# analogue_sig_gen_sequencer

Figure 1. Placement density heat map (analogue_sig_gen_sequencer).
Drawn at 2 px/µm. 18 x 18 tiles, from black (low) to pale yellow (high), 0 to 100% covered.
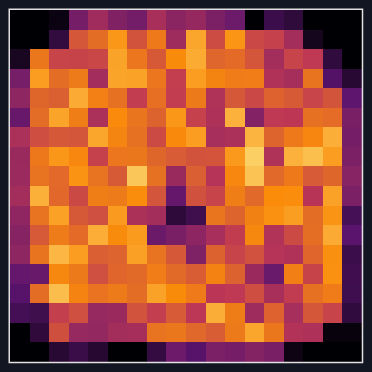

## src/rtl/analogue_sig_gen_pkg.sv

```systemverilog
// Shared encodings and power-on configuration for the analogue signal
// generation sequencer.
package analogue_sig_gen_pkg;

    typedef enum logic [1:0] {
        ST_IDLE = 2'd0,
        ST_LOAD = 2'd1,
        ST_RUN  = 2'd2,
        ST_DONE = 2'd3
    } state_t;

    localparam logic MODE_CONT  = 1'b0;
    localparam logic MODE_BURST = 1'b1;

    // Configuration held in the active registers out of reset
    localparam int   DEF_FREQ_WORD    = 0;
    localparam int   DEF_PHASE_OFFSET = 0;
    localparam int   DEF_DIV          = 0;
    localparam int   DEF_BURST_LEN    = 1;
    localparam logic DEF_MODE         = MODE_CONT;

endpackage

```

## src/rtl/sample_rate_divider.sv

```systemverilog
// Sample-rate divider: counts 0..div while enabled and flags the terminal count.
module sample_rate_divider #(
    parameter int DIV_W = 16
) (
    input  logic             clk,
    input  logic             rst,
    input  logic             clr,
    input  logic             en,
    input  logic [DIV_W-1:0] div,
    output logic             tick
);

    logic [DIV_W-1:0] div_cnt;

    assign tick = en && (div_cnt == div);

    always_ff @(posedge clk) begin
        if (rst || clr) begin
            div_cnt <= '0;
        end else if (en) begin
            div_cnt <= tick ? '0 : div_cnt + (DIV_W)'(1);
        end
    end

endmodule

```

## src/rtl/analogue_sig_gen_sequencer.sv

```systemverilog
// Run-time sequencer for the signal generator: config handshake, sample-rate
// division, DDS phase stepping and continuous / counted-burst control.
module analogue_sig_gen_sequencer
    import analogue_sig_gen_pkg::*;
#(
    parameter int PHASE_W = 32,
    parameter int ADDR_W  = 10,
    parameter int DIV_W   = 16,
    parameter int BURST_W = 16
) (
    input  logic               clk,
    input  logic               rst,
    input  logic               cfg_valid,
    output logic               cfg_ready,
    input  logic [PHASE_W-1:0] cfg_freq_word,
    input  logic [PHASE_W-1:0] cfg_phase_offset,
    input  logic [DIV_W-1:0]   cfg_div,
    input  logic [BURST_W-1:0] cfg_burst_len,
    input  logic               cfg_mode,
    input  logic               start,
    input  logic               stop,
    output logic               busy,
    output logic               sample_stb,
    output logic [ADDR_W-1:0]  sample_addr,
    output logic               cycle_wrap,
    output logic               burst_done
);

    state_t state, state_nxt;

    logic [PHASE_W-1:0] freq_word, phase_offset, phase_acc;
    logic [DIV_W-1:0]   div;
    logic [BURST_W-1:0] burst_len, burst_cnt;
    logic               mode;

    logic [PHASE_W-1:0] sh_freq_word, sh_phase_offset;
    logic [DIV_W-1:0]   sh_div;
    logic [BURST_W-1:0] sh_burst_len;
    logic               sh_mode;
    logic               pending;

    logic               tick, wrap, burst_last;
    logic               accept, direct, apply, pending_nxt;
    logic [PHASE_W:0]   sum;
    logic [BURST_W:0]   burst_target;

    sample_rate_divider #(.DIV_W(DIV_W)) u_divider (
        .clk  (clk),
        .rst  (rst),
        .clr  (state == ST_LOAD),
        .en   (state == ST_RUN),
        .div  (div),
        .tick (tick)
    );

    always_comb begin
        sum          = {1'b0, phase_acc} + {1'b0, freq_word};
        wrap         = tick && sum[PHASE_W];
        burst_target = (burst_len == '0) ? (BURST_W+1)'(1) : {1'b0, burst_len};
        burst_last   = wrap && (mode == MODE_BURST) &&
                       (({1'b0, burst_cnt} + (BURST_W+1)'(1)) == burst_target);

        state_nxt = state;
        case (state)
            ST_IDLE: if (start && !stop) state_nxt = ST_LOAD;
            ST_LOAD: state_nxt = ST_RUN;
            ST_RUN: begin
                if (stop)            state_nxt = ST_IDLE;
                else if (burst_last) state_nxt = ST_DONE;
            end
            ST_DONE: state_nxt = ST_IDLE;
            default: state_nxt = ST_IDLE;
        endcase

        // Configs land directly in the active set whenever the block is, or is
        // about to be, idle; otherwise they wait in the shadow set for a wrap.
        accept      = cfg_valid && cfg_ready;
        direct      = accept && ((state == ST_IDLE) || (state_nxt == ST_IDLE));
        apply       = pending && ((state_nxt == ST_IDLE) || (wrap && state_nxt == ST_RUN));
        pending_nxt = (pending && !apply) || (accept && !direct);
    end

    always_ff @(posedge clk) begin
        if (rst) state <= ST_IDLE;
        else     state <= state_nxt;
    end

    always_ff @(posedge clk) begin
        if (rst) begin
            freq_word       <= (PHASE_W)'(DEF_FREQ_WORD);
            phase_offset    <= (PHASE_W)'(DEF_PHASE_OFFSET);
            div             <= (DIV_W)'(DEF_DIV);
            burst_len       <= (BURST_W)'(DEF_BURST_LEN);
            mode            <= DEF_MODE;
            sh_freq_word    <= '0;
            sh_phase_offset <= '0;
            sh_div          <= '0;
            sh_burst_len    <= '0;
            sh_mode         <= MODE_CONT;
            pending         <= 1'b0;
            phase_acc       <= '0;
            burst_cnt       <= '0;
            cfg_ready       <= 1'b0;
            busy            <= 1'b0;
            sample_stb      <= 1'b0;
            sample_addr     <= '0;
            cycle_wrap      <= 1'b0;
            burst_done      <= 1'b0;
        end else begin
            sample_stb <= 1'b0;
            cycle_wrap <= 1'b0;
            burst_done <= (state == ST_DONE);
            busy       <= (state_nxt != ST_IDLE);
            pending    <= pending_nxt;
            cfg_ready  <= !pending_nxt;

            if (apply) begin
                freq_word    <= sh_freq_word;
                phase_offset <= sh_phase_offset;
                div          <= sh_div;
                burst_len    <= sh_burst_len;
                mode         <= sh_mode;
            end
            if (direct) begin
                freq_word    <= cfg_freq_word;
                phase_offset <= cfg_phase_offset;
                div          <= cfg_div;
                burst_len    <= cfg_burst_len;
                mode         <= cfg_mode;
            end else if (accept) begin
                sh_freq_word    <= cfg_freq_word;
                sh_phase_offset <= cfg_phase_offset;
                sh_div          <= cfg_div;
                sh_burst_len    <= cfg_burst_len;
                sh_mode         <= cfg_mode;
            end

            if (state == ST_LOAD) begin
                phase_acc <= phase_offset;
                burst_cnt <= '0;
            end else if (state == ST_RUN && tick && !stop) begin
                sample_stb  <= 1'b1;
                sample_addr <= phase_acc[PHASE_W-1 -: ADDR_W];
                phase_acc   <= sum[PHASE_W-1:0];
                if (wrap) begin
                    cycle_wrap <= 1'b1;
                    // A reconfiguration restarts the burst count
                    burst_cnt  <= apply ? '0 : burst_cnt + (BURST_W)'(1);
                end
            end
        end
    end

endmodule

```

## config.mk

```make
export PLATFORM = sky130hd
export DESIGN_NAME = analogue_sig_gen_sequencer
export DESIGN_NICKNAME = d
export VERILOG_FILES = /design/src/rtl/analogue_sig_gen_pkg.sv /design/src/rtl/sample_rate_divider.sv /design/src/rtl/analogue_sig_gen_sequencer.sv
export SDC_FILE = /design/constraint.sdc
export NUM_CORES = 1
export LEC_CHECK = 0
export ABC_AREA = 1
export CAP_MARGIN = 20
export CORE_MARGIN = 4
export CORE_UTILIZATION = 50
export CTS_BUF_LIST = sky130_fd_sc_hd__clkbuf_8 sky130_fd_sc_hd__clkbuf_16
export CTS_CLUSTER_SIZE = 25
export DETAILED_ROUTE_END_ITERATION = 10
export PLACE_DENSITY_LB_ADDON = 0.2
export SYNTH_ARGS = -nofsm -noshare
export SYNTH_HDL_FRONTEND = slang
export SYNTH_SLANG_ARGS = --single-unit
```

## constraint.sdc

```tcl
create_clock -name clk -period 3.2 [get_ports clk]
set_input_delay 0.32 -clock clk [delete_from_list [all_inputs] [get_ports clk]]
set_output_delay 0.32 -clock clk [all_outputs]
set_load 0.01 [all_outputs]
```

# ob_table_cnt_cpa

**config.mk**
```make
export PLATFORM = sky130hd
export DESIGN_NAME = ob_table_cnt_cpa
export DESIGN_NICKNAME = d
export VERILOG_FILES = /design/src/rtl/ob_table_cnt_cpa.sv
export SDC_FILE = /design/constraint.sdc
export NUM_CORES = 1
export LEC_CHECK = 0
export ABC_AREA = 1
export CORE_ASPECT_RATIO = 0.9
export CORE_UTILIZATION = 54
export DETAILED_ROUTE_END_ITERATION = 12
export GPL_TIMING_DRIVEN = 0
export PLACE_DENSITY_LB_ADDON = 0.12
export REMOVE_ABC_BUFFERS = 1
export SYNTH_ARGS = -nofsm -noshare
export SYNTH_HDL_FRONTEND = slang
export SYNTH_SLANG_ARGS = --single-unit
```
**constraint.sdc**
```tcl
create_clock -name clk -period 8.65 [get_ports clk]
set_clock_uncertainty 0.05 [all_clocks]
set_input_delay 1.73 -clock clk [delete_from_list [all_inputs] [get_ports clk]]
set_output_delay 1.73 -clock clk [all_outputs]
set_load 0.05 [all_outputs]
```
**src/rtl/ob_table_cnt_cpa.sv**
```systemverilog
// ob_table_cnt_cpa: iterative carry-propagate resolver for the table count path.
// Accepts one redundant sum/carry pair and resolves it CHUNK bits per cycle
// into a binary count with a separate carry-out flag.
module ob_table_cnt_cpa #(
  parameter int W     = 32,
  parameter int CHUNK = 8
) (
  input  logic         clk,
  input  logic         rst,
  input  logic         in_vld,
  input  logic [W-1:0] in_s,
  input  logic [W-1:0] in_c,
  output logic         in_rdy,
  output logic         out_vld,
  output logic [W-1:0] out_sum,
  output logic         out_ovf,
  input  logic         out_rdy,
  output logic         busy
);

  localparam int NCHUNK = W / CHUNK;
  // A single-chunk configuration still needs a one-bit index register.
  localparam int IDXW = (NCHUNK > 1) ? $clog2(NCHUNK) : 1;
  localparam logic [IDXW-1:0] LAST = IDXW'(NCHUNK - 1);

  typedef enum logic [1:0] {
    IDLE = 2'd0,
    ADD  = 2'd1,
    DONE = 2'd2
  } state_t;

  state_t          state;
  logic [W-1:0]    s_q;
  logic [W-1:0]    c_q;
  logic [IDXW-1:0] idx;
  logic            carry;
  logic [CHUNK:0]  chunk_sum;

  // Handshake flags depend on state only, so no input reaches them combinationally.
  assign in_rdy  = (state == IDLE);
  assign out_vld = (state == DONE);
  assign busy    = (state != IDLE);

  // Add the currently selected chunk of the captured pair plus the running carry.
  always_comb begin
    chunk_sum = {1'b0, s_q[int'(idx) * CHUNK +: CHUNK]}
              + {1'b0, c_q[int'(idx) * CHUNK +: CHUNK]}
              + {{CHUNK{1'b0}}, carry};
  end

  // Control FSM and datapath registers: capture, chunk-serial add, hold result.
  always_ff @(posedge clk) begin
    if (rst) begin
      state   <= IDLE;
      s_q     <= '0;
      c_q     <= '0;
      idx     <= '0;
      carry   <= 1'b0;
      out_sum <= '0;
      out_ovf <= 1'b0;
    end else begin
      case (state)
        IDLE: begin
          if (in_vld) begin
            s_q   <= in_s;
            c_q   <= in_c;
            idx   <= '0;
            carry <= 1'b0;
            state <= ADD;
          end
        end
        ADD: begin
          // Unresolved chunks keep their old contents until their turn comes.
          out_sum[int'(idx) * CHUNK +: CHUNK] <= chunk_sum[CHUNK-1:0];
          carry <= chunk_sum[CHUNK];
          if (idx == LAST) begin
            // The final carry leaves only through out_ovf, never back into chunk 0.
            out_ovf <= chunk_sum[CHUNK];
            idx     <= '0;
            state   <= DONE;
          end else begin
            idx <= idx + 1'b1;
          end
        end
        DONE: begin
          if (out_rdy) begin
            state <= IDLE;
          end
        end
        default: begin
          state <= IDLE;
        end
      endcase
    end
  end

endmodule

```

==> notes/layouts.md <==
Pictures saved along the way, in no particular order.

Placed cells, one color a class.
panel A
Drawn at 1.5 px/µm.
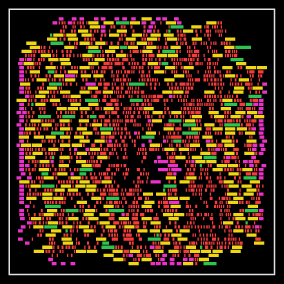
panel B
Drawn at 3 px/µm.
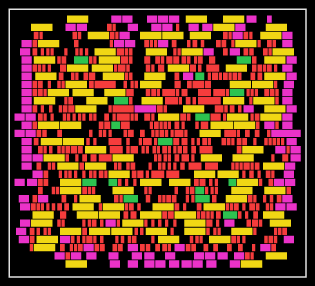
panel A -> analogue_sig_gen_sequencer
panel B -> ob_table_cnt_cpa
Of these, most cells: panel A
Of these, largest die: panel A

Figure 2. Signal wires on met3 (analogue_sig_gen_sequencer).
Drawn at 2 px/µm.
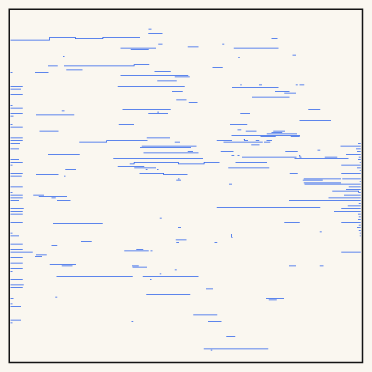
longest straight run	51.5 µm
nets with wire on the layer	162
wire length on this layer	1820 µm
share of all routed wire	4.9%
via count: 13300
global routing met3 resource utilization: 2.65%

About Figure 1:
tiles over 75% full	14%
emptiest ninth of the die	upper right
mean over tiles	52%
Finished Core Util: 59.8%
Core Area: 0.0278 mm²
fp_density: 50.7%

==> results.sh, analogue_sig_gen_sequencer <==
# physical design summary
export IMPL_firstDrtPassIters=5
export IMPL_min_path_cells=2
export IMPL_place_ws_ns=0.275
export IMPL_path_cells="ha_1 > fa_1 > nand2_1 > nand2_1 > nand3_1 > nand2_1 > nand2_1 > nand2_1 > nand2_1 > a21oi_1 > nand4_2 > nand4_4 > nand2_4 > buf_12 > nand2_1 > a21oi_1"
export IMPL_power_total_mw=7.97
export IMPL_yosys_top_cells_area="dfxtp_1 (39%), nand2_1 (12%), a21oi_1 (8.6%), o21ai_0 (7.4%), nor2_1 (5.5%)"
export IMPL_synth_flops=276
export IMPL_final_hold_viol_count=0
export IMPL_async_flop_share_pct=0
export IMPL_yosysMostFrequentCell="nand2_1"
export IMPL_seq_power_share_pct=44.5
export IMPL_largest_area_cell="dfxtp_1"
export IMPL_synth_cell_types=43
export IMPL_ff2ff_setup_slack_ns=0.28
export IMPL_worstHoldStart="rst"
export IMPL_ant_nets=0
export IMPL_status="completed"
export IMPL_rows=61
export IMPL_path_common_cell="nand2_1"
export IMPL_pg_seq_mw=3.55
export IMPL_final_cells=2503
export IMPL_fp_nets=2178
==> analogue_sig_gen_sequencer: cells by family (layout without fill, tap and decap cells) <==
| logic type | Yosys count | after routing | share of synthesized area [%] |
|---|---|---|---|
| AND/OR/NAND/NOR | 873 | 873 | 26.0 |
| XOR/XNOR | 20 | 20 | 1.24 |
| adder cells (fa/ha/maj) | 35 | 35 | 3.16 |
| AND-OR/OR-AND | 499 | 499 | 18.6 |
| buffers and inverters | 298 | 382 | 8.59 |
| flip-flops | 276 | 276 | 39.2 |
| multiplexers | 40 | 40 | 3.20 |
==> analogue_sig_gen_sequencer: cell type report <==
| type | instances | share of cell area [%] |
|---|---|---|
| clock buffers | 38 | 5.18 |
| clock inverters | 17 | 1.45 |
| inverters | 187 | 4.23 |
| multi-input cells | 1467 | 44.4 |
| flip-flops and latches | 276 | 33.3 |
| well taps | 378 | 2.85 |
| repair buffers | 140 | 8.66 |
==> analogue_sig_gen_sequencer: metal layers <==
metal	vias to the layer above	GRT usage, %	routed length, µm
li1	6871	-	-
met5	-	0	0
met3	71	2.65	1820
met1	6072	31.9	17100
met4	0	5.43	845
met2	318	38.9	17100
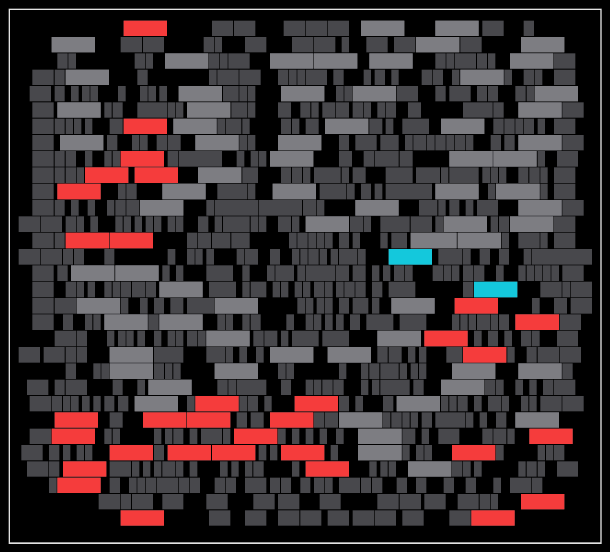
Figure 3: ob_table_cnt_cpa, sequential cells grouped by signal name.
Drawn at 6 px/µm.
netlist name	color	placed flops
c_q	red	32
state	cyan	2
not colored	68
register share of the cell area: 35.7%
P_seq: 522 µW

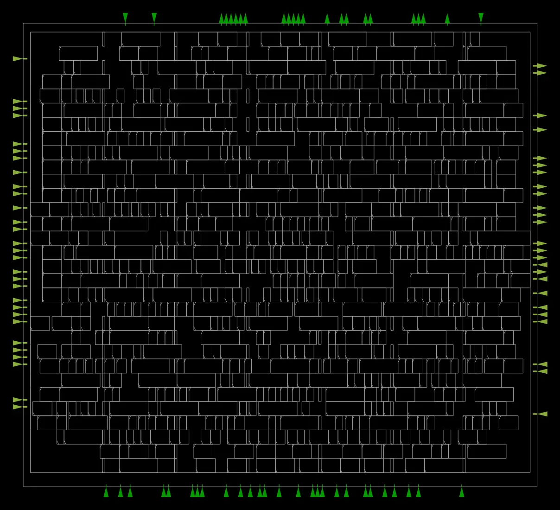
Figure 4: ob_table_cnt_cpa, placed standard cells.
Core Area: 0.00807 mm²
fin cells: 801
Fill cells: 689
Finished Core Util: 71.0%

==> results.sh, ob_table_cnt_cpa <==
# physical design summary
export IMPL_status="completed"
export IMPL_antenna_found_initial=0
export IMPL_ant_nets=0
export IMPL_startpoint="idx[0]"
export IMPL_holdWs_ns=0.421
export IMPL_path_cells="inv_1 > o21ai_0 > o22ai_1 > fa_1 > fa_1 > nand2_1 > nand2_1 > and2_1 > xor2_1 > nand4_1 > a21oi_1"
export IMPL_yosysCellCount=618
export IMPL_path_buffers=1
export IMPL_postCtsHoldBufs=0
export IMPL_wl_um=10600
export IMPL_met1_usage_pct=30.7
export IMPL_cpLargestDelayFamily="flip-flops"
export IMPL_simple_gate_share_pct=26.2
export IMPL_async_flop_share_pct=0
export IMPL_routed_top_layer="met4"
export IMPL_p_int_uw=714
export IMPL_wl_met2_um=5100
export IMPL_syn_instance_count=618
export IMPL_antennaDiodeCount=0
export IMPL_hpwl_um=7100
export IMPL_crit_fanout=45
export IMPL_synth_avg_cell_area_um2=7.30
export IMPL_grt_pass1_vias=3787
export IMPL_power_leakage_nw=2.25
export IMPL_io_buffers=103
export IMPL_slowest_delay_ns=0.91
export IMPL_slew_violations=0
export IMPL_pwr_share_comb_pct=24.2
ob_table_cnt_cpa: registers in the layout, indices dropped and copies added, names as in the netlist:
| signal | count |
|---|---|
| s_q | 32 |
| idx | 2 |
| c_q | 32 |
| out_sum | 32 |
| state | 2 |
| out_ovf | 1 |
| carry | 1 |
ob_table_cnt_cpa: cell usage in the layout, fill, tap and decap left out, types with 4 or more instances in the layout:
cell / count
o22ai_1: 16
a21oi_1: 35
inv_1: 20
nand2_1: 71
clkbuf_8: 10
a22oi_1: 4
ha_1: 13
o21ai_0: 88
clkdlybuf4s50_1: 102
nor2_1: 175
o21ai_1: 9
nand3_1: 14
dfxtp_1: 101
nand4_1: 10
ob_table_cnt_cpa: Yosys cell counts (3+ instances only):
| cell | number |
|---|---|
| nor2_1 | 175 |
| a21oi_1 | 35 |
| o21ai_0 | 88 |
| inv_1 | 21 |
| buf_4 | 5 |
| nand2_1 | 72 |
| a22oi_1 | 4 |
| nand3_1 | 14 |
| buf_2 | 7 |
| nand4_1 | 10 |
| dfxtp_1 | 102 |
| o21ai_1 | 9 |
| o22ai_1 | 16 |
| clkbuf_1 | 20 |
| ha_1 | 13 |
| xor2_1 | 3 |
| buf_1 | 3 |


==> notes/layouts.md <==
Pictures saved along the way, in no particular order.

Routed metal, one color a layer.
image #1
Drawn at 2 px/µm. Only two layers are drawn.
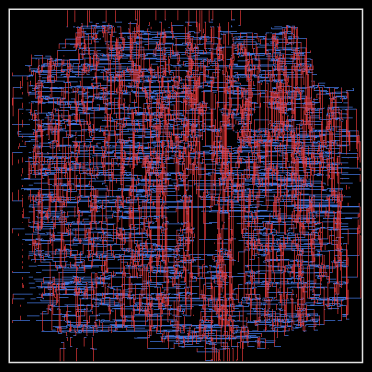
image #2
Drawn at 4 px/µm. Only two layers are drawn.
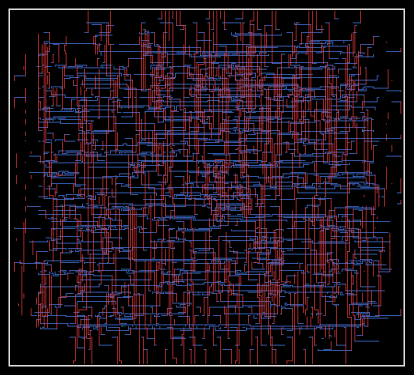
The one with the most wire is image #1.
The one with the largest die is image #1.
ob_table_cnt_cpa: image #2
analogue_sig_gen_sequencer: image #1

Power figures rest on the tool's default switching activity, not on a simulated workload.
